# design 1

Fig. 1: design 1, the metal 2 layer
Drawn at 2 px/um. Cells faint in the background.
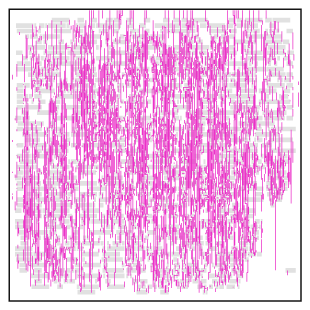

`src/rtl/mdr_iter_pkg.sv`:
```
// Shared types for the iterative multiply / divide / square-root unit.
// Operation encodings match the front-panel op switches.
package mdr_iter_pkg;

    typedef enum logic [1:0] {
        MULT = 2'd0,
        DIV  = 2'd1,
        ROOT = 2'd2,
        RSVD = 2'd3
    } op_select_t;

    typedef enum logic [2:0] {
        IDLE,
        WAIT_X,
        WAIT_Y,
        SETUP,
        ITER,
        DONE
    } mdr_state_t;

endpackage

```
`src/rtl/mdr_iter_ctrl.sv`:
```
// Sequencer for mdr_iter: operand request handshake, iteration counter,
// and the busy/done indications.
module mdr_iter_ctrl
    import mdr_iter_pkg::*;
#(
    parameter int DW = 16
) (
    input  logic       clk,
    input  logic       rst,
    input  logic       start,
    input  logic       load,
    input  op_select_t op_in,
    input  logic       setup_err,
    output mdr_state_t state,
    output op_select_t op,
    output logic       last_iter,
    output logic       load_x,
    output logic       load_y,
    output logic       busy,
    output logic       done
);
    localparam int CW = $clog2(DW);

    mdr_state_t      state_reg, state_next;
    op_select_t      op_reg;
    logic [CW-1:0]   cnt_reg;
    logic [CW-1:0]   n_last;

    assign n_last    = (op_reg == ROOT) ? CW'(DW/2 - 1) : CW'(DW - 1);
    assign last_iter = (state_reg == ITER) && (cnt_reg == n_last);

    always_ff @(posedge clk or negedge rst) begin
        if (!rst) begin
            state_reg <= IDLE;
            op_reg    <= MULT;
            cnt_reg   <= '0;
        end else begin
            state_reg <= state_next;
            if (state_reg == IDLE && start)
                op_reg <= op_in;
            cnt_reg <= (state_reg == ITER) ? cnt_reg + 1'b1 : '0;
        end
    end

    always_comb begin
        state_next = state_reg;
        load_x     = 1'b0;
        load_y     = 1'b0;
        busy       = 1'b0;
        done       = 1'b0;
        case (state_reg)
            IDLE: begin
                if (start)
                    state_next = (op_in == RSVD) ? DONE : WAIT_X;
            end
            WAIT_X: begin
                load_x = 1'b1;
                busy   = 1'b1;
                if (load)
                    state_next = (op_reg == ROOT) ? SETUP : WAIT_Y;
            end
            WAIT_Y: begin
                load_y = 1'b1;
                busy   = 1'b1;
                if (load)
                    state_next = SETUP;
            end
            SETUP: begin
                busy       = 1'b1;
                state_next = setup_err ? DONE : ITER;
            end
            ITER: begin
                busy = 1'b1;
                if (last_iter)
                    state_next = DONE;
            end
            DONE: begin
                done       = 1'b1;
                state_next = IDLE;
            end
            default: state_next = IDLE;
        endcase
    end

    assign state = state_reg;
    assign op    = op_reg;

endmodule

```
`src/rtl/mdr_iter.sv`:
```
// Iterative multiply / divide / square-root unit, one result bit per cycle.
// Works on magnitudes internally and applies the sign fix-up on the last step.
module mdr_iter
    import mdr_iter_pkg::*;
#(
    parameter int DW        = 16,
    parameter bit SIGNED_EN = 1'b1
) (
    input  logic            clk,
    input  logic            rst,
    input  logic            i_start,
    input  logic            i_load,
    input  logic [DW-1:0]   i_data,
    input  logic [1:0]      i_op,
    output logic            o_load_x,
    output logic            o_load_y,
    output logic            o_busy,
    output logic            o_done,
    output logic [2*DW-1:0] o_result,
    output logic [DW-1:0]   o_remainder,
    output logic            o_error
);
    localparam logic [DW-1:0] MIN_NEG = {1'b1, {(DW-1){1'b0}}};

    mdr_state_t state;
    op_select_t op;
    logic       last_iter, setup_err;

    logic [DW-1:0]   x_reg, y_reg, hi_reg, lo_reg, ym_reg;
    logic [DW/2-1:0] root_reg;
    logic            neg_res_reg, neg_rem_reg;
    logic [2*DW-1:0] result_reg;
    logic [DW-1:0]   rem_reg;
    logic            error_reg;

    mdr_iter_ctrl #(.DW(DW)) u_ctrl (
        .clk       (clk),
        .rst       (rst),
        .start     (i_start),
        .load      (i_load),
        .op_in     (op_select_t'(i_op)),
        .setup_err (setup_err),
        .state     (state),
        .op        (op),
        .last_iter (last_iter),
        .load_x    (o_load_x),
        .load_y    (o_load_y),
        .busy      (o_busy),
        .done      (o_done)
    );

    logic          neg_x, neg_y;
    logic [DW-1:0] mag_x, mag_y;

    assign neg_x = SIGNED_EN && x_reg[DW-1];
    assign neg_y = SIGNED_EN && y_reg[DW-1];
    assign mag_x = neg_x ? -x_reg : x_reg;
    assign mag_y = neg_y ? -y_reg : y_reg;

    assign setup_err = ((op == DIV) && ((y_reg == '0) ||
                        (SIGNED_EN && (x_reg == MIN_NEG) && (y_reg == '1)))) ||
                       ((op == ROOT) && neg_x);

    // One iteration of whichever algorithm is active.
    logic [DW:0]     mul_sum, div_shift, div_diff;
    logic [DW+1:0]   rt_acc, rt_trial, rt_diff;
    logic [DW-1:0]   hi_step, lo_step;
    logic [DW/2-1:0] root_step;

    always_comb begin
        mul_sum   = {1'b0, hi_reg} + {1'b0, (lo_reg[0] ? ym_reg : '0)};
        div_shift = {hi_reg, lo_reg[DW-1]};
        div_diff  = div_shift - {1'b0, ym_reg};
        rt_acc    = {hi_reg, lo_reg[DW-1:DW-2]};
        rt_trial  = {{(DW/2){1'b0}}, root_reg, 2'b01};
        rt_diff   = rt_acc - rt_trial;
        hi_step   = hi_reg;
        lo_step   = lo_reg;
        root_step = root_reg;
        case (op)
            MULT: begin
                hi_step = mul_sum[DW:1];
                lo_step = {mul_sum[0], lo_reg[DW-1:1]};
            end
            DIV: begin
                lo_step = {lo_reg[DW-2:0], ~div_diff[DW]};
                hi_step = div_diff[DW] ? div_shift[DW-1:0] : div_diff[DW-1:0];
            end
            ROOT: begin
                lo_step = {lo_reg[DW-3:0], 2'b00};
                if (rt_acc >= rt_trial) begin
                    hi_step   = rt_diff[DW-1:0];
                    root_step = {root_reg[DW/2-2:0], 1'b1};
                end else begin
                    hi_step   = rt_acc[DW-1:0];
                    root_step = {root_reg[DW/2-2:0], 1'b0};
                end
            end
            default: ;
        endcase
    end

    // Sign fix-up applied to the final iteration's values.
    logic [2*DW-1:0] prod, fix_result;
    logic [DW-1:0]   quo, fix_rem;

    always_comb begin
        prod       = {hi_step, lo_step};
        quo        = neg_res_reg ? -lo_step : lo_step;
        fix_result = '0;
        fix_rem    = '0;
        case (op)
            MULT: fix_result = neg_res_reg ? -prod : prod;
            DIV: begin
                fix_result = {{DW{SIGNED_EN && quo[DW-1]}}, quo};
                fix_rem    = neg_rem_reg ? -hi_step : hi_step;
            end
            ROOT: begin
                fix_result = {{(DW + DW/2){1'b0}}, root_step};
                fix_rem    = hi_step;
            end
            default: ;
        endcase
    end

    always_ff @(posedge clk or negedge rst) begin
        if (!rst) begin
            x_reg       <= '0;
            y_reg       <= '0;
            hi_reg      <= '0;
            lo_reg      <= '0;
            ym_reg      <= '0;
            root_reg    <= '0;
            neg_res_reg <= 1'b0;
            neg_rem_reg <= 1'b0;
            result_reg  <= '0;
            rem_reg     <= '0;
            error_reg   <= 1'b0;
        end else begin
            case (state)
                IDLE: begin
                    if (i_start) begin
                        result_reg <= '0;
                        rem_reg    <= '0;
                        error_reg  <= (op_select_t'(i_op) == RSVD);
                    end
                end
                WAIT_X: if (i_load) x_reg <= i_data;
                WAIT_Y: if (i_load) y_reg <= i_data;
                SETUP: begin
                    hi_reg      <= '0;
                    lo_reg      <= mag_x;
                    ym_reg      <= mag_y;
                    root_reg    <= '0;
                    neg_res_reg <= neg_x ^ neg_y;
                    neg_rem_reg <= neg_x;
                    if (setup_err)
                        error_reg <= 1'b1;
                end
                ITER: begin
                    hi_reg   <= hi_step;
                    lo_reg   <= lo_step;
                    root_reg <= root_step;
                    if (last_iter) begin
                        result_reg <= fix_result;
                        rem_reg    <= fix_rem;
                    end
                end
                default: ;
            endcase
        end
    end

    assign o_result    = result_reg;
    assign o_remainder = rem_reg;
    assign o_error     = error_reg;

endmodule

```
`config.mk`:
```
export PLATFORM = sky130hd
export DESIGN_NAME = mdr_iter
export DESIGN_NICKNAME = d
export VERILOG_FILES = /design/src/rtl/mdr_iter_pkg.sv /design/src/rtl/mdr_iter_ctrl.sv /design/src/rtl/mdr_iter.sv
export SDC_FILE = /design/constraint.sdc
export NUM_CORES = 1
export LEC_CHECK = 0
export ABC_AREA = 0
export CAP_MARGIN = 30
export CORE_MARGIN = 2
export CORE_UTILIZATION = 55
export DETAILED_ROUTE_END_ITERATION = 12
export GPL_ROUTABILITY_DRIVEN = 0
export GPL_TIMING_DRIVEN = 0
export PLACE_DENSITY = 0.71
export SLEW_MARGIN = 15
export SYNTH_ARGS = -nofsm -noshare
export SYNTH_HDL_FRONTEND = slang
export SYNTH_SLANG_ARGS = --single-unit
```
`constraint.sdc`:
```
create_clock -name clk -period 11.8 [get_ports clk]
set_input_delay 2.36 -clock clk [delete_from_list [all_inputs] [get_ports clk]]
set_output_delay 2.36 -clock clk [all_outputs]
set_load 0.02 [all_outputs]
```
# design 2

File: src/rtl/mux_scan_pkg.sv
// Shared types and sizes for the strobed 16:1 selector scan controller.
package mux_scan_pkg;
    localparam int NUM_CH = 16;
    localparam int SEL_W  = 4;
    localparam int CNT_W  = 4;

    typedef enum logic [1:0] {
        ST_IDLE,
        ST_SETTLE,
        ST_SAMPLE
    } state_t;
endpackage

File: src/rtl/mux_scan_if.sv
// Select/strobe/return bus between the scan controller and the strobed selector.
interface mux_scan_if;
    import mux_scan_pkg::*;

    logic [SEL_W-1:0] SEL;
    logic             STB;
    logic             W_IN;

    modport master (output SEL, output STB, input W_IN);
    modport slave  (input SEL, input STB, output W_IN);
endinterface

File: src/rtl/mux_scan_settle.sv
// Per-channel settle counter: clear has priority over enable, tc flags the last settle cycle.
module mux_scan_settle
    import mux_scan_pkg::*;
#(
    parameter int SETTLE = 1
) (
    input  logic clk,
    input  logic rst,
    input  logic clr,
    input  logic en,
    output logic tc
);
    logic [CNT_W-1:0] cnt;

    always_ff @(posedge clk) begin
        if (rst)      cnt <= '0;
        else if (clr) cnt <= '0;
        else if (en)  cnt <= cnt + CNT_W'(1);
    end

    assign tc = (cnt == CNT_W'(SETTLE - 1));
endmodule

File: src/rtl/mux_scan_ctrl.sv
// Scans all 16 selector channels (settle, then sample each) and publishes the word with
// a one-cycle DONE and a change flag. Every output comes straight from a flop.
module mux_scan_ctrl
    import mux_scan_pkg::*;
#(
    parameter int SETTLE = 1
) (
    input  logic              CLK,
    input  logic              RST,
    input  logic              START,
    input  logic              CONT,
    input  logic              ABORT,
    mux_scan_if.master        sbus,
    output logic [NUM_CH-1:0] DATA_OUT,
    output logic              DONE,
    output logic              CHG,
    output logic              BUSY
);
    state_t             state, nxt;
    logic [SEL_W-1:0]   sel_q, sel_nxt;
    logic               stb_q;
    logic [NUM_CH-1:0]  buf_q, buf_nxt, cap;
    logic [NUM_CH-1:0]  data_nxt;
    logic               done_nxt, chg_nxt;
    logic               tc;

    mux_scan_settle #(.SETTLE(SETTLE)) u_settle (
        .clk (CLK),
        .rst (RST),
        .clr (state != ST_SETTLE),
        .en  (state == ST_SETTLE),
        .tc  (tc)
    );

    assign sbus.SEL = sel_q;
    assign sbus.STB = stb_q;

    always_comb begin
        nxt      = state;
        sel_nxt  = sel_q;
        buf_nxt  = buf_q;
        data_nxt = DATA_OUT;
        done_nxt = 1'b0;
        chg_nxt  = CHG;
        // Selector returns the inverted datum; the word under construction includes this edge's bit.
        cap         = buf_q;
        cap[sel_q]  = ~sbus.W_IN;
        unique case (state)
            ST_IDLE: begin
                if (START && !ABORT) begin
                    nxt     = ST_SETTLE;
                    sel_nxt = '0;
                end
            end
            ST_SETTLE: begin
                if (ABORT) begin
                    nxt     = ST_IDLE;
                    sel_nxt = '0;
                    buf_nxt = '0;
                end else if (tc) begin
                    nxt = ST_SAMPLE;
                end
            end
            ST_SAMPLE: begin
                if (ABORT) begin
                    nxt     = ST_IDLE;
                    sel_nxt = '0;
                    buf_nxt = '0;
                end else begin
                    buf_nxt = cap;
                    if (sel_q == SEL_W'(NUM_CH - 1)) begin
                        data_nxt = cap;
                        done_nxt = 1'b1;
                        chg_nxt  = (cap != DATA_OUT);
                        sel_nxt  = '0;
                        nxt      = CONT ? ST_SETTLE : ST_IDLE;
                    end else begin
                        sel_nxt = sel_q + SEL_W'(1);
                        nxt     = ST_SETTLE;
                    end
                end
            end
            default: begin
                nxt     = ST_IDLE;
                sel_nxt = '0;
            end
        endcase
    end

    always_ff @(posedge CLK) begin
        if (RST) begin
            state    <= ST_IDLE;
            sel_q    <= '0;
            stb_q    <= 1'b1;
            buf_q    <= '0;
            DATA_OUT <= '0;
            DONE     <= 1'b0;
            CHG      <= 1'b0;
            BUSY     <= 1'b0;
        end else begin
            state    <= nxt;
            sel_q    <= sel_nxt;
            stb_q    <= (nxt == ST_IDLE);
            buf_q    <= buf_nxt;
            DATA_OUT <= data_nxt;
            DONE     <= done_nxt;
            CHG      <= chg_nxt;
            BUSY     <= (nxt != ST_IDLE);
        end
    end
endmodule

File: src/flat_wrapper.sv
// flat-port wrapper written by rule: the top's interface ports become plain ports
module mux_scan_ctrl_flat import mux_scan_pkg::*;
#(
    parameter int SETTLE = 1
)
  (CLK, RST, START, CONT, ABORT, DATA_OUT, DONE, CHG, BUSY, sbus_SEL, sbus_STB, sbus_W_IN);
  mux_scan_if sbus_i ();
  input  logic CLK;
  input  logic RST;
  input  logic START;
  input  logic CONT;
  input  logic ABORT;
  output logic [NUM_CH-1:0] DATA_OUT;
  output logic DONE;
  output logic CHG;
  output logic BUSY;
  output wire logic [$bits(sbus_i.SEL)-1:0] sbus_SEL;
  output wire logic [$bits(sbus_i.STB)-1:0] sbus_STB;
  input wire logic [$bits(sbus_i.W_IN)-1:0] sbus_W_IN;
  assign sbus_SEL = sbus_i.SEL;
  assign sbus_STB = sbus_i.STB;
  assign sbus_i.W_IN = sbus_W_IN;
  mux_scan_ctrl #(.SETTLE(SETTLE)) u_core (.CLK(CLK), .RST(RST), .START(START), .CONT(CONT), .ABORT(ABORT), .sbus(sbus_i), .DATA_OUT(DATA_OUT), .DONE(DONE), .CHG(CHG), .BUSY(BUSY));
endmodule
File: config.mk
export PLATFORM = sky130hd
export DESIGN_NAME = mux_scan_ctrl_flat
export DESIGN_NICKNAME = d
export VERILOG_FILES = /design/src/rtl/mux_scan_pkg.sv /design/src/rtl/mux_scan_if.sv /design/src/rtl/mux_scan_settle.sv /design/src/rtl/mux_scan_ctrl.sv /design/src/flat_wrapper.sv
export SDC_FILE = /design/constraint.sdc
export NUM_CORES = 1
export LEC_CHECK = 0
export CAP_MARGIN = 20
export CORE_MARGIN = 2
export CORE_UTILIZATION = 35
export CTS_CLUSTER_SIZE = 12
export DETAILED_ROUTE_END_ITERATION = 7
export HOLD_SLACK_MARGIN = 0.15
export PLACE_DENSITY = 0.5
export SYNTH_ARGS = -nofsm -noshare
export SYNTH_HDL_FRONTEND = slang
export SYNTH_SLANG_ARGS = --single-unit
File: constraint.sdc
create_clock -name CLK -period 2.34 [get_ports CLK]
set_input_delay 0.468 -clock CLK [delete_from_list [all_inputs] [get_ports CLK]]
set_output_delay 0.468 -clock CLK [all_outputs]
set_load 0.02 [all_outputs]
# design 3

## config.mk

```make
export PLATFORM = sky130hd
export DESIGN_NAME = ps2_host_tx
export DESIGN_NICKNAME = d
export VERILOG_FILES = /design/src/rtl/ps2_pkg.sv /design/src/rtl/ps2_line_sync.sv /design/src/rtl/ps2_host_tx.sv
export SDC_FILE = /design/constraint.sdc
export NUM_CORES = 1
export LEC_CHECK = 0
export CAP_MARGIN = 15
export CORE_AREA = 2 2 92 94
export DETAILED_ROUTE_END_ITERATION = 6
export DIE_AREA = 0 0 94 96
export PLACE_DENSITY = 0.6
export SLEW_MARGIN = 30
export SYNTH_ARGS = -nofsm -noshare
export SYNTH_HDL_FRONTEND = slang
export SYNTH_SLANG_ARGS = --single-unit
export TNS_END_PERCENT = 30
```

## constraint.sdc

```tcl
create_clock -name clk -period 2.9 [get_ports clk]
set_clock_uncertainty 0.15 [all_clocks]
set_input_delay 0.29 -clock clk [delete_from_list [all_inputs] [get_ports clk]]
set_output_delay 0.29 -clock clk [all_outputs]
set_load 0.01 [all_outputs]
```

## src/rtl/ps2_pkg.sv

```systemverilog
// Shared PS/2 definitions used by the host transmitter and the scancode receiver.
package ps2_pkg;

    typedef enum logic [2:0] {
        IDLE,
        INHIBIT,
        REQ,
        SHIFT,
        WAIT_IDLE
    } ps2_state_t;

    // start + 8 data + parity + stop
    localparam int PS2_FRAME_BITS = 11;

    function automatic logic odd_parity(input logic [7:0] data);
        return ~^data;
    endfunction

endpackage

```

## src/rtl/ps2_line_sync.sv

```systemverilog
// Two-flop synchronizer for one raw PS/2 line plus a delayed copy for edge detection.
module ps2_line_sync (
    input  logic clk,
    input  logic rst,
    input  logic line,
    output logic level,
    output logic fall,
    output logic rise
);

    logic meta_reg;
    logic sync_reg;
    logic prev_reg;

    // Idle PS/2 lines float high, so reset to 1 to avoid a spurious edge.
    always_ff @(posedge clk) begin
        if (rst) begin
            meta_reg <= 1'b1;
            sync_reg <= 1'b1;
            prev_reg <= 1'b1;
        end else begin
            meta_reg <= line;
            sync_reg <= meta_reg;
            prev_reg <= sync_reg;
        end
    end

    assign level = sync_reg;
    assign fall  = prev_reg & ~sync_reg;
    assign rise  = ~prev_reg & sync_reg;

endmodule

```

## src/rtl/ps2_host_tx.sv

```systemverilog
// PS/2 host-to-device command transmitter: request-to-send, 11-bit shift on device clocks, ACK check.
module ps2_host_tx
    import ps2_pkg::*;
#(
    parameter int INHIBIT_CYCLES = 5000,
    parameter int START_TIMEOUT  = 750000,
    parameter int FRAME_TIMEOUT  = 100000
) (
    input  logic       clk,
    input  logic       rst,
    input  logic       kClock,
    input  logic       kData,
    input  logic [7:0] tx_data,
    input  logic       tx_start,
    output logic       kClock_drive_low,
    output logic       kData_drive_low,
    output logic       busy,
    output logic       done,
    output logic       nack,
    output logic       timeout
);

    localparam int TMO_MAX = (START_TIMEOUT > FRAME_TIMEOUT) ? START_TIMEOUT : FRAME_TIMEOUT;
    localparam int TMO_W   = $clog2(TMO_MAX + 1);
    localparam int INH_W   = $clog2(INHIBIT_CYCLES + 1);

    ps2_state_t       state_reg, state_next;
    logic [INH_W-1:0] inh_cnt_reg;
    logic [TMO_W-1:0] tmo_cnt_reg;
    logic [3:0]       bit_cnt_reg;
    logic [8:0]       shift_reg;
    logic             kdata_low_reg;
    logic             done_reg;
    logic             nack_reg;
    logic             timeout_reg;

    // Index 0 = kClock, index 1 = kData
    logic [1:0] raw_lines;
    logic [1:0] line_level;
    logic [1:0] line_fall;
    logic [1:0] line_rise;

    assign raw_lines = {kData, kClock};

    for (genvar gi = 0; gi < 2; gi++) begin : g_sync
        ps2_line_sync u_sync (
            .clk   (clk),
            .rst   (rst),
            .line  (raw_lines[gi]),
            .level (line_level[gi]),
            .fall  (line_fall[gi]),
            .rise  (line_rise[gi])
        );
    end

    logic unused_edges;
    assign unused_edges = &{1'b0, line_rise, line_fall[1]};

    logic clk_fall;
    logic lines_idle;
    logic tmo_expired;
    logic last_edge;

    assign clk_fall    = line_fall[0];
    assign lines_idle  = line_level[0] & line_level[1];
    assign tmo_expired = ((state_reg == SHIFT) || (state_reg == WAIT_IDLE)) && (tmo_cnt_reg == '0);
    assign last_edge   = clk_fall && (bit_cnt_reg == 4'(PS2_FRAME_BITS - 1));

    always_ff @(posedge clk) begin
        if (rst) begin
            state_reg <= IDLE;
        end else begin
            state_reg <= state_next;
        end
    end

    // Expiry is checked before any clock edge so a simultaneous edge loses.
    always_comb begin
        state_next = state_reg;
        unique case (state_reg)
            IDLE:      if (tx_start) state_next = INHIBIT;
            INHIBIT:   if (inh_cnt_reg == '0) state_next = REQ;
            REQ:       state_next = SHIFT;
            SHIFT: begin
                if (tmo_expired)    state_next = IDLE;
                else if (last_edge) state_next = WAIT_IDLE;
            end
            WAIT_IDLE: begin
                if (tmo_expired)     state_next = IDLE;
                else if (lines_idle) state_next = IDLE;
            end
            default:   state_next = IDLE;
        endcase
    end

    always_ff @(posedge clk) begin
        if (rst) begin
            inh_cnt_reg   <= '0;
            tmo_cnt_reg   <= '0;
            bit_cnt_reg   <= '0;
            shift_reg     <= '0;
            kdata_low_reg <= 1'b0;
            done_reg      <= 1'b0;
            nack_reg      <= 1'b0;
            timeout_reg   <= 1'b0;
        end else begin
            done_reg <= 1'b0;
            unique case (state_reg)
                IDLE: begin
                    if (tx_start) begin
                        shift_reg   <= {odd_parity(tx_data), tx_data};
                        nack_reg    <= 1'b0;
                        timeout_reg <= 1'b0;
                        inh_cnt_reg <= INH_W'(INHIBIT_CYCLES - 1);
                    end
                end
                INHIBIT: begin
                    if (inh_cnt_reg != '0) inh_cnt_reg <= inh_cnt_reg - 1'b1;
                end
                REQ: begin
                    kdata_low_reg <= 1'b1;
                    bit_cnt_reg   <= '0;
                    tmo_cnt_reg   <= TMO_W'(START_TIMEOUT - 1);
                end
                SHIFT: begin
                    if (tmo_expired) begin
                        kdata_low_reg <= 1'b0;
                        timeout_reg   <= 1'b1;
                        done_reg      <= 1'b1;
                    end else begin
                        tmo_cnt_reg <= tmo_cnt_reg - 1'b1;
                        if (clk_fall) begin
                            bit_cnt_reg <= bit_cnt_reg + 1'b1;
                            if (bit_cnt_reg == 4'd0) tmo_cnt_reg <= TMO_W'(FRAME_TIMEOUT - 1);
                            // Stop bit shifts in behind parity, so edge 10 releases the line.
                            if (!last_edge) begin
                                kdata_low_reg <= ~shift_reg[0];
                                shift_reg     <= {1'b1, shift_reg[8:1]};
                            end else begin
                                nack_reg <= line_level[1];
                            end
                        end
                    end
                end
                WAIT_IDLE: begin
                    kdata_low_reg <= 1'b0;
                    if (tmo_expired) begin
                        timeout_reg <= 1'b1;
                        done_reg    <= 1'b1;
                    end else begin
                        tmo_cnt_reg <= tmo_cnt_reg - 1'b1;
                        if (lines_idle) done_reg <= 1'b1;
                    end
                end
                default: ;
            endcase
        end
    end

    always_comb begin
        kClock_drive_low = 1'b0;
        kData_drive_low  = 1'b0;
        unique case (state_reg)
            INHIBIT: kClock_drive_low = 1'b1;
            REQ: begin
                kClock_drive_low = 1'b1;
                kData_drive_low  = 1'b1;
            end
            SHIFT:   kData_drive_low = kdata_low_reg;
            default: ;
        endcase
    end

    assign busy    = (state_reg != IDLE);
    assign done    = done_reg;
    assign nack    = nack_reg;
    assign timeout = timeout_reg;

endmodule

```

# design 4

## config.mk

```make
export PLATFORM = sky130hd
export DESIGN_NAME = reorder_buffer
export DESIGN_NICKNAME = d
export VERILOG_FILES = /design/src/rtl/rob_pkg.sv /design/src/rtl/reorder_buffer.sv
export SDC_FILE = /design/constraint.sdc
export NUM_CORES = 2
export LEC_CHECK = 0
export CAP_MARGIN = 10
export CORE_MARGIN = 2
export CORE_UTILIZATION = 45
export CTS_CLUSTER_SIZE = 8
export DETAILED_ROUTE_END_ITERATION = 8
export GPL_TIMING_DRIVEN = 0
export MAX_ROUTING_LAYER = met4
export PLACE_DENSITY_LB_ADDON = 0.08
export SLEW_MARGIN = 30
export SYNTH_ARGS = -nofsm -noshare
export SYNTH_HDL_FRONTEND = slang
export SYNTH_SLANG_ARGS = --single-unit
```

## constraint.sdc

```tcl
create_clock -name clk -period 30.6 [get_ports clk]
set_clock_uncertainty 0.2 [all_clocks]
set_input_delay 6.12 -clock clk [delete_from_list [all_inputs] [get_ports clk]]
set_output_delay 6.12 -clock clk [all_outputs]
set_load 0.1 [all_outputs]
```

## src/rtl/rob_pkg.sv

```systemverilog
// Shared types and sizing for the reorder buffer: entry payload, depth and
// register-index width.
package rob_pkg;

  localparam int unsigned ROB_XLEN   = 32;
  localparam int unsigned ROB_TAG_W  = 4;
  localparam int unsigned RF_INDEX_W = 5;

  typedef struct packed {
    logic                  busy;
    logic                  ready;
    logic [RF_INDEX_W-1:0] rd_index;
    logic [ROB_XLEN-1:0]   value;
  } rob_entry_t;

  function automatic int unsigned rob_depth(input int unsigned tag_w);
    return 32'd1 << tag_w;
  endfunction

  localparam int unsigned ROB_DEPTH = rob_depth(ROB_TAG_W);

endpackage

```

## src/rtl/reorder_buffer.sv

```systemverilog
// Circular reorder buffer: allocates rename tags, captures CDB results and
// commits the head in program order. Optional ROB_COMMIT_BYPASS_EN lets a CDB beat to the head commit in the same cycle.
module reorder_buffer
  import rob_pkg::*;
#(
  parameter int unsigned XLEN          = ROB_XLEN,
  parameter int unsigned ROB_TAG_WIDTH = ROB_TAG_W
) (
  input  logic                     clk,
  input  logic                     reset,
  input  logic                     flush,
  input  logic                     alloc_valid,
  input  logic [RF_INDEX_W-1:0]    alloc_rd_index,
  output logic                     alloc_ready,
  output logic [ROB_TAG_WIDTH-1:0] alloc_tag,
  input  logic                     cdb_valid,
  input  logic [ROB_TAG_WIDTH-1:0] cdb_tag,
  input  logic [XLEN-1:0]          cdb_value,
  input  logic [ROB_TAG_WIDTH-1:0] rs1_tag,
  input  logic [ROB_TAG_WIDTH-1:0] rs2_tag,
  output logic                     rs1_ready,
  output logic                     rs2_ready,
  output logic [XLEN-1:0]          rs1_value,
  output logic [XLEN-1:0]          rs2_value,
  output logic                     rf_alloc_en,
  output logic [RF_INDEX_W-1:0]    rf_alloc_rd_index,
  output logic [ROB_TAG_WIDTH-1:0] rf_alloc_tag,
  output logic                     rf_write_en,
  output logic [RF_INDEX_W-1:0]    rf_rd_index,
  output logic [XLEN-1:0]          rf_rd,
  output logic [ROB_TAG_WIDTH-1:0] rf_rd_rob_index,
  output logic                     commit_valid,
  output logic                     empty
);

  localparam int unsigned DEPTH = rob_depth(ROB_TAG_WIDTH);
  localparam int unsigned CNT_W = ROB_TAG_WIDTH + 1;

  logic [ROB_TAG_WIDTH-1:0] head_q, head_d;
  logic [ROB_TAG_WIDTH-1:0] tail_q, tail_d;
  logic [CNT_W-1:0]         count_q, count_d;
  rob_entry_t               entries_q [DEPTH];
  rob_entry_t               entries_d [DEPTH];

  rob_entry_t      head_e;
  logic            fire;
  logic            commit;
  logic [XLEN-1:0] commit_value;

  // Head view, alloc handshake and commit decision.
  always_comb begin
    head_e      = entries_q[head_q];
    alloc_ready = (count_q != CNT_W'(DEPTH));
    fire        = alloc_valid & alloc_ready & ~flush;
`ifdef ROB_COMMIT_BYPASS_EN
    if (cdb_valid && (cdb_tag == head_q) && head_e.busy) begin
      commit       = ~flush;
      commit_value = cdb_value;
    end else begin
      commit       = head_e.busy & head_e.ready & ~flush;
      commit_value = head_e.value;
    end
`else
    commit       = head_e.busy & head_e.ready & ~flush;
    commit_value = head_e.value;
`endif
  end

  assign alloc_tag         = tail_q;
  assign empty             = (count_q == '0);
  assign rf_alloc_en       = fire & (alloc_rd_index != '0);
  assign rf_alloc_rd_index = fire ? alloc_rd_index : '0;
  assign rf_alloc_tag      = tail_q;
  assign commit_valid      = commit;
  assign rf_write_en       = commit & (head_e.rd_index != '0);
  assign rf_rd             = commit_value;
  assign rf_rd_index       = head_e.rd_index;
  assign rf_rd_rob_index   = head_q;

  // Operand lookup reads registered state only.
  assign rs1_ready = entries_q[rs1_tag].busy & entries_q[rs1_tag].ready;
  assign rs2_ready = entries_q[rs2_tag].busy & entries_q[rs2_tag].ready;
  assign rs1_value = entries_q[rs1_tag].value;
  assign rs2_value = entries_q[rs2_tag].value;

  always_comb begin
    head_d    = head_q;
    tail_d    = tail_q;
    count_d   = count_q;
    entries_d = entries_q;
    if (flush) begin
      head_d  = '0;
      tail_d  = '0;
      count_d = '0;
      for (int unsigned i = 0; i < DEPTH; i++) entries_d[i] = '0;
    end else begin
      if (cdb_valid && entries_q[cdb_tag].busy) begin
        entries_d[cdb_tag].ready = 1'b1;
        entries_d[cdb_tag].value = cdb_value;
      end
      if (commit) begin
        entries_d[head_q].busy  = 1'b0;
        entries_d[head_q].ready = 1'b0;
        head_d                  = head_q + 1'b1;
      end
      // Alloc never targets a busy slot, so it cannot collide with CDB or commit.
      if (fire) begin
        entries_d[tail_q].busy     = 1'b1;
        entries_d[tail_q].ready    = 1'b0;
        entries_d[tail_q].rd_index = alloc_rd_index;
        tail_d                     = tail_q + 1'b1;
      end
      count_d = count_q + CNT_W'(fire) - CNT_W'(commit);
    end
  end

  always_ff @(posedge clk or posedge reset) begin
    if (reset) begin
      head_q  <= '0;
      tail_q  <= '0;
      count_q <= '0;
      for (int unsigned i = 0; i < DEPTH; i++) entries_q[i] <= '0;
    end else begin
      head_q    <= head_d;
      tail_q    <= tail_d;
      count_q   <= count_d;
      entries_q <= entries_d;
    end
  end

endmodule

```

Fig. 2: design 2, wires at chosen ports, followed through buffers
Drawn at 4 px/um.
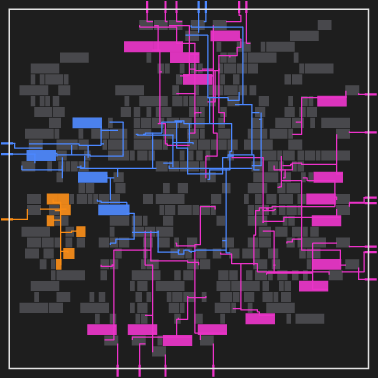
| port | color | bits | direction | edge | end cells | buffers | wire |
|---|---|---|---|---|---|---|---|
| DATA_OUT | magenta | 16 | output | 7 right, 5 top, 4 bottom | 16 | 16 | 783 um |
| sbus_SEL | blue | 4 | output | 2 left, 2 top | 4 | 7 | 476 um |
| ABORT | orange | 1 | input | left | 7 | 2 | 40.9 um |
# port buffers: 29
num ports: 30

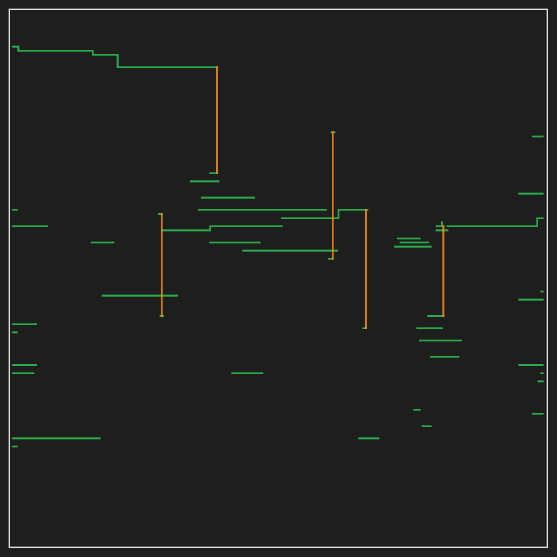
Fig. 3. Signal wires by layer (design 2).
Drawn at 6 px/um. Only two layers are drawn.
| layer | color | wire length |
|---|---|---|
| met4 | orange | 90.4 um |
| met3 | green | 265 um |

==> results.py, design 2 <==
# Metrics from the implementation run
metrics = {
    "yosys": {
        "fa_ha_area_share_pct": 2.94,
        "synthSimpleGateAreaFrac_pct": 25.4,
        "synth-xor-area-share_pct": 2.40,
        "syn_area_per_cell_um2": 7.98,
        "async_flop_share_pct": 0,
    },
    "clock_network": {
        "htree_levels": 2,
        "clk_pin_slew_ps": 90,
        "post_cts_resized": 0,
    },
    "setup_path": {
        "critical_path_arrival_ps": 2290,
        "r2r_setup_slack_ps": 230,
        "endpoint_kind": "register",
        "slowest_stage": "dfxtp_1",
    },
    "status": {
        "outcome": "completed",
    },
    "global_routing": {
        "grt_use_met3_pct": 3.42,
        "busiest_layer": "met2",
    },
    "final_timing": {
        "tightest_slew_ps": 485,
        "rsz0062_at_grt": "false",
        "maxSlewHeadroom_pct": 67.5,
    },
    "placement": {
        "dpl_worst_slack_ps": -65.9,
        "place_area_um2": 3060,
    },
    "detailed_routing": {
        "antenna_left": 0,
    },
    "floorplanning": {
        "die_area_um2": 8000,
    },
    "min_path": {
        "worstHoldPathType": "reg -> reg",
    },
    "job": {
        "timing.max_cap.violations": 0,
    },
    "finish": {
        "lay_top_count": "nor2_1",
        "antenna-diode-count": 0,
    },
}
## design 2: registers in the layout (all words and copies together), names as in the netlist
signal,flops
u_core.state,2
u_core.buf_q,16
u_core.DATA_OUT,16
u_core.CHG,1
u_core.DONE,1
u_core.u_settle.cnt,4
u_core.BUSY,1
u_core.sbus.SEL,4
u_core.sbus.STB,1
## design 2: how the worst max path moves through the flow
stage,startpoint,to,slack [ps],cells past startpoint
floorplan,u_core.sbus.SEL[0]$_SDFFE_PP0P_,u_core.CHG$_SDFFE_PP0P_,230,6
global placement,sbus_W_IN,u_core.CHG$_SDFFE_PP0P_,-20,6
detailed placement,sbus_W_IN,u_core.CHG$_SDFFE_PP0P_,-70,6
CTS,u_core.sbus.SEL[3]$_SDFFE_PP0P_,sbus_SEL[3],70,2
global route,u_core.sbus.SEL[1]$_SDFFE_PP0P_,u_core.CHG$_SDFFE_PP0P_,20,6
finish,u_core.sbus.SEL[1]$_SDFFE_PP0P_,u_core.CHG$_SDFFE_PP0P_,230,8
## design 2: metal layers
metal  share of wire [%]  wire length (um)  vias to the layer above
met5                   0                 0                        -
met3                 3.9               264                       11
li1                    -                 -                     1209
met1                  48              3280                     1122
met2                  47              3170                       66
met4                 1.3                90                        0
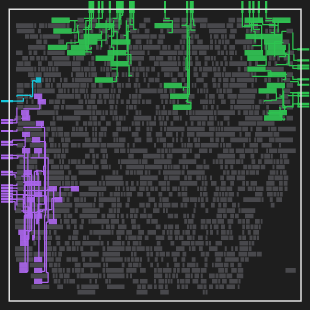
Fig. 4. Wires at chosen ports, followed through buffers (design 1).
Drawn at 2 px/um.
| port | color | bits | direction | edge | end cells | buffers | wire |
|---|---|---|---|---|---|---|---|
| o_result | green | 32 | output | 22 top, 10 right | 32 | 32 | 875 um |
| i_data | purple | 16 | input | left | 32 | 16 | 790 um |
| o_load_x | cyan | 1 | output | left | 1 | 1 | 27.3 um |

About Fig. 1:
nets with wire on the layer: 1203
share of all routed wire: 45%

==> results.py, design 1 <==
# Metrics from the implementation run
metrics = {
    "status": {
        "outcome": "completed",
    },
    "setup_path": {
        "path_depth": 17,
        "critical_path_class": "reg -> reg",
        "r2r_end": "o_remainder[14]$_DFFE_PN0P_",
        "critical_path_arrival_ps": 5760,
        "endpoint_kind": "register",
        "cp-endpoint": "o_remainder[14]$_DFFE_PN0P_",
        "crit_chain": "inv_1 > ha_1 > inv_1 > fa_1 > a211o_1 > a211o_1 > and3_1 > or2_1 > buf_4 > nor2_2 > mux2i_1 > o22ai_1 > or3_4 > or4_1 > o211ai_1 > o21a_1 > o221ai_1",
    },
    "final_timing": {
        "final.min_clock_period_ps": 5470,
        "finalHoldViolations": 0,
        "fin_setup_tns_ps": 0,
    },
    "placement": {
        "place.port_buffers": 74,
        "dpl.hpwl_mm": 26.7,
    },
    "detailed_routing": {
        "antenna_left": 0,
        "drcViolationCount": 0,
    },
    "yosys": {
        "flop_cell": "dfrtp_1",
        "syn_nets": 1366,
        "fa_ha_area_share_pct": 6.30,
        "synth_top_area_share_pct": 33.8,
        "compound_area_share_pct": 25.4,
        "ys_types": 89,
        "ys_ff": 148,
        "top_cell": "dfrtp_1",
        "yosys_warnings": 0,
        "edf_count": 0,
    },
    "clock_network": {
        "clk_latency_ps": 440,
        "htree_levels": 4,
        "clk_pin_slew_ps": 70,
        "numCtsBuffers": 17,
    },
    "floorplanning": {
        "io_pins": 75,
        "core_um2": 19500,
    },
    "job": {
        "timing.max_cap.violations": 0,
    },
    "finish": {
        "lay_top_count": "dfrtp_1",
        "antenna-diode-count": 0,
    },
    "global_routing": {
        "grt_pass1_vias": 10036,
    },
}
-- design 1: stage by stage --
stage	hold WS, ps	cell area [um2]	worst slack (ps)	instances	utilization, %
after floorplan	433	11000	7210	1290	-
after global placement	455	12000	2310	1629	61.6
after detailed placement	455	12100	6460	1630	61.8
after CTS	464	12600	6460	1661	64.6
after global routing	497	12600	6040	1662	64.6
final	460	12600	6330	1662	64.6
-- design 1: layout make-up --
type                            instances  area [um2]
Sequential cell                       148        3700
Buffer                                 65         251
Timing Repair Buffer                   76         778
Clock buffer                           20         447
Multi-Input combinational cell       1015        6770
Clock inverter                         11        93.8
Fill cell                            1783        6920
Tap cell                              265         332
Inverter                               62         233
-- design 1: layer usage --
layer  GRT usage, %  vias up  wire (um)
met5              0        -          0
met1           46.0     5019      14800
met4           12.5        0       1270
met2           52.7      525      15800
met3           7.36      120       3300
li1               -     4907          -
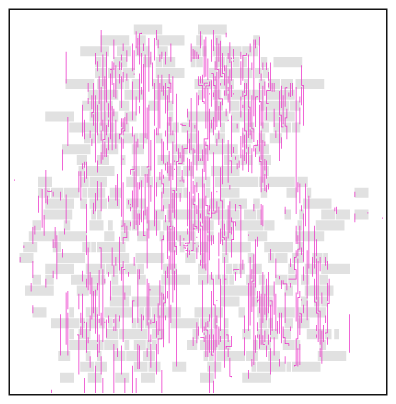
Fig. 5. The metal 2 layer (design 3).
Drawn at 4 px/um. Cells faint in the background.
longest straight run: 31.6 um
share of all routed wire: 45%
main direction: vertical
nets with wire on the layer: 359
wire length on this layer: 3470 um

==> results.py, design 3 <==
# Metrics from the implementation run
metrics = {
    "status": {
        "outcome": "completed",
    },
    "finish": {
        "final_cells": 519,
        "area_delta_synth_final_pct": 16.2,
        "largest_register_ff_count": 20,
        "mostFrequentLayoutCells": "dfxtp_1, nor2_1, nand2_1",
    },
    "detailed_routing": {
        "wl_met1_mm": 3.82,
        "wl_met3_um": 382,
        "drcViolationCount": 0,
        "viasPerCell": 5.81,
    },
    "clock_network": {
        "cts-root-buf": "clkbuf_8",
        "cts.sinks": 58,
        "cts_tree": "built",
    },
    "yosys": {
        "top_cell": "dfxtp_1",
        "synth_cells": 389,
    },
    "min_path": {
        "hold_start": "g_sync[0].u_sync.meta_reg$_SDFF_PP1_",
    },
    "placement": {
        "place.port_buffers": 18,
    },
    "global_routing": {
        "grt_max_degree": 30,
        "grtUsageMet1_pct": 26.3,
    },
}
[design 3: logic make-up (layout without fill, tap and decap cells)]
logic type / after synthesis / after routing / synth area share [%]
simple gates: 168 / 168 / 28.2
compound gates: 102 / 102 / 22.1
flops: 58 / 58 / 36.8
buf+inv: 35 / 60 / 4.83
xor+xnor: 17 / 17 / 4.71
fa+ha+maj: 6 / 6 / 2.38
mux: 3 / 3 / 1.03
[design 3: area by class of cell]
| class | instances | area (um2) | share of cell area [%] |
|---|---|---|---|
| Clock buffer | 12 | 155 | 4.23 |
| Tap cell | 105 | 131 | 3.58 |
| Clock inverter | 4 | 50.0 | 1.36 |
| Sequential cell | 58 | 1160 | 31.6 |
| Timing Repair Buffer | 31 | 278 | 7.57 |
| Inverter | 13 | 48.8 | 1.33 |
| Multi-Input combinational cell | 296 | 1850 | 50.3 |
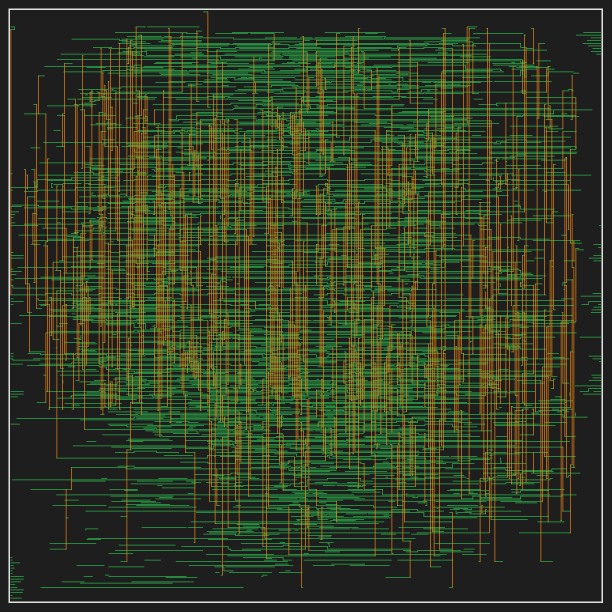
Fig. 6. Signal wires by layer (design 4).
Drawn at 2 px/um. Only two layers are drawn.
| layer | color | wire length |
|---|---|---|
| met4 | orange | 24.8 mm |
| met3 | green | 43.7 mm |
WL final: 241 mm
gr usage total: 57.3%

==> results.py, design 4 <==
# Metrics from the implementation run
metrics = {
    "yosys": {
        "yosys_warnings": 0,
        "synth.yosys.chip_area_um2": 38300,
        "top_cell": "nand2_1",
        "syn_area_per_cell_um2": 10.8,
        "largest_area_cell": "dfrtp_1",
        "ys_ff": 637,
    },
    "setup_path": {
        "slowest_stage": "clkdlybuf4s50_1",
        "path_max_fanout": 10,
        "critical_path.startpoint": "rs2_tag[0]",
        "endpoint_kind": "output pin",
        "critical_path.top_delay_family": "buffers and inverters",
        "worstSetupStartpointType": "input port",
        "r2r_cells": 17,
    },
    "finish": {
        "flops": 637,
        "nClkBuffers": 96,
        "sh_comb_area_pct": 45.2,
        "lay_top_count": "nand2_1",
        "utilization_pct": 54.2,
        "regArea_um2": 15900,
        "layout.non_clock_buffers": 602,
        "mi_logic_area_um2": 20700,
        "clockNetworkAreaShare_pct": 5.13,
    },
    "job": {
        "warnings": 33,
        "timing.max_cap.violations": 0,
    },
    "global_routing": {
        "grt_pass1_wl_mm": 316,
        "antenna_found_initial": 17,
        "grt_overflow_total": 0,
    },
    "detailed_routing": {
        "antenna_left": 0,
    },
    "final_timing": {
        "maxSlewViolCount": 0,
        "tightest_slew_ps": 1210,
        "fmax_mhz": 61.3,
        "rsz0062_at_grt": "false",
        "fin_hold_ws_ps": 279,
    },
    "placement": {
        "place.port_buffers": 132,
    },
    "status": {
        "outcome": "completed",
    },
    "clock_network": {
        "cts.sinks": 637,
        "post_cts_resized": 0,
        "cts-root-buf": "clkbuf_16",
    },
    "floorplanning": {
        "nWellTaps": 1144,
        "io_pins": 179,
    },
}
design 4: per-layer routing:
layer / GRT usage [%] / routed length, um / vias up
met3: 34.4 / 43700 / 1329
li1: - / - / 13511
met2: 70.8 / 92100 / 4099
met5: - / 0 / -
met4: 44.2 / 24800 / 0
met1: 66.3 / 80700 / 19120
design 4: stage by stage:
stage	TNS, ps	instance area [um2]	worst slack, ps
6_report	0	45900	14270
3_3_place_gp	-1783400	41100	-2900
4_1_cts	0	45800	14500
3_5_place_dp	0	43500	14510
5_1_grt	0	45900	14460
2_1_floorplan	0	38300	6440
design 4: logic make-up (layout without fill, tap and decap cells):
kind of cell | Yosys count | in the layout | synth area share (%)
compound gates | 676 | 676 | 9.54
xor+xnor | 6 | 6 | 0.137
fa+ha+maj | 15 | 15 | 0.510
buf+inv | 404 | 725 | 4.28
flops | 637 | 637 | 41.6
mux | 544 | 544 | 31.1
other cells | 0 | 35 | 0
simple gates | 1261 | 1261 | 12.8
design 4: registers in the layout, summed over array words and instances, names as in the netlist:
register         cells
alloc_tag            4
rf_rd_rob_index      4
entries_q          624
count_q              5


## Gallery

Close-up of the layout.
picture 1
Window x 60 to 80, y 62 to 82 um. Cells in gray, sequential cells in the stronger gray; small squares are vias.
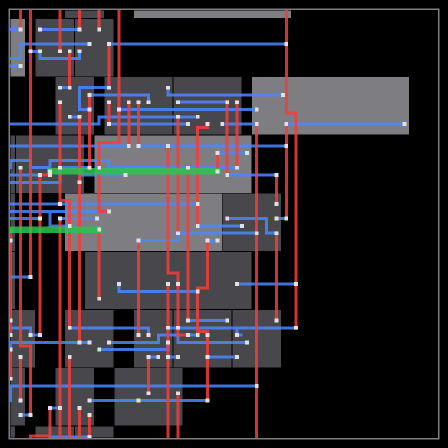
picture 2
Window x 212 to 232, y 212 to 232 um. Cells in gray, sequential cells in the stronger gray; small squares are vias.
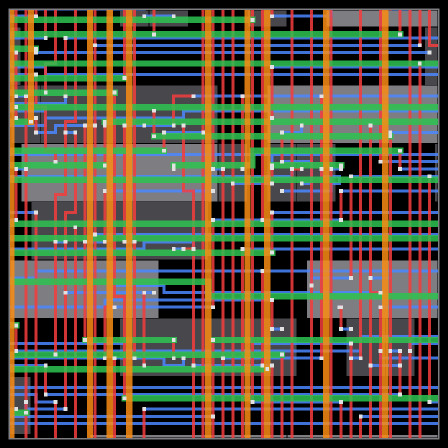
picture 3
Window x 57 to 77, y 57 to 77 um. Cells in gray, sequential cells in the stronger gray; small squares are vias.
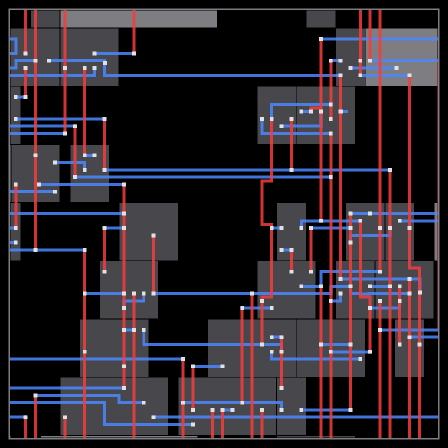
picture 4
Window x 99 to 119, y 99 to 119 um. Cells in gray, sequential cells in the stronger gray; small squares are vias.
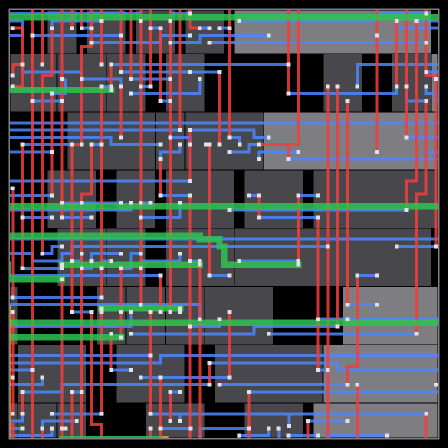
picture 3: design 2
picture 2: design 4
picture 4: design 1
picture 1: design 3

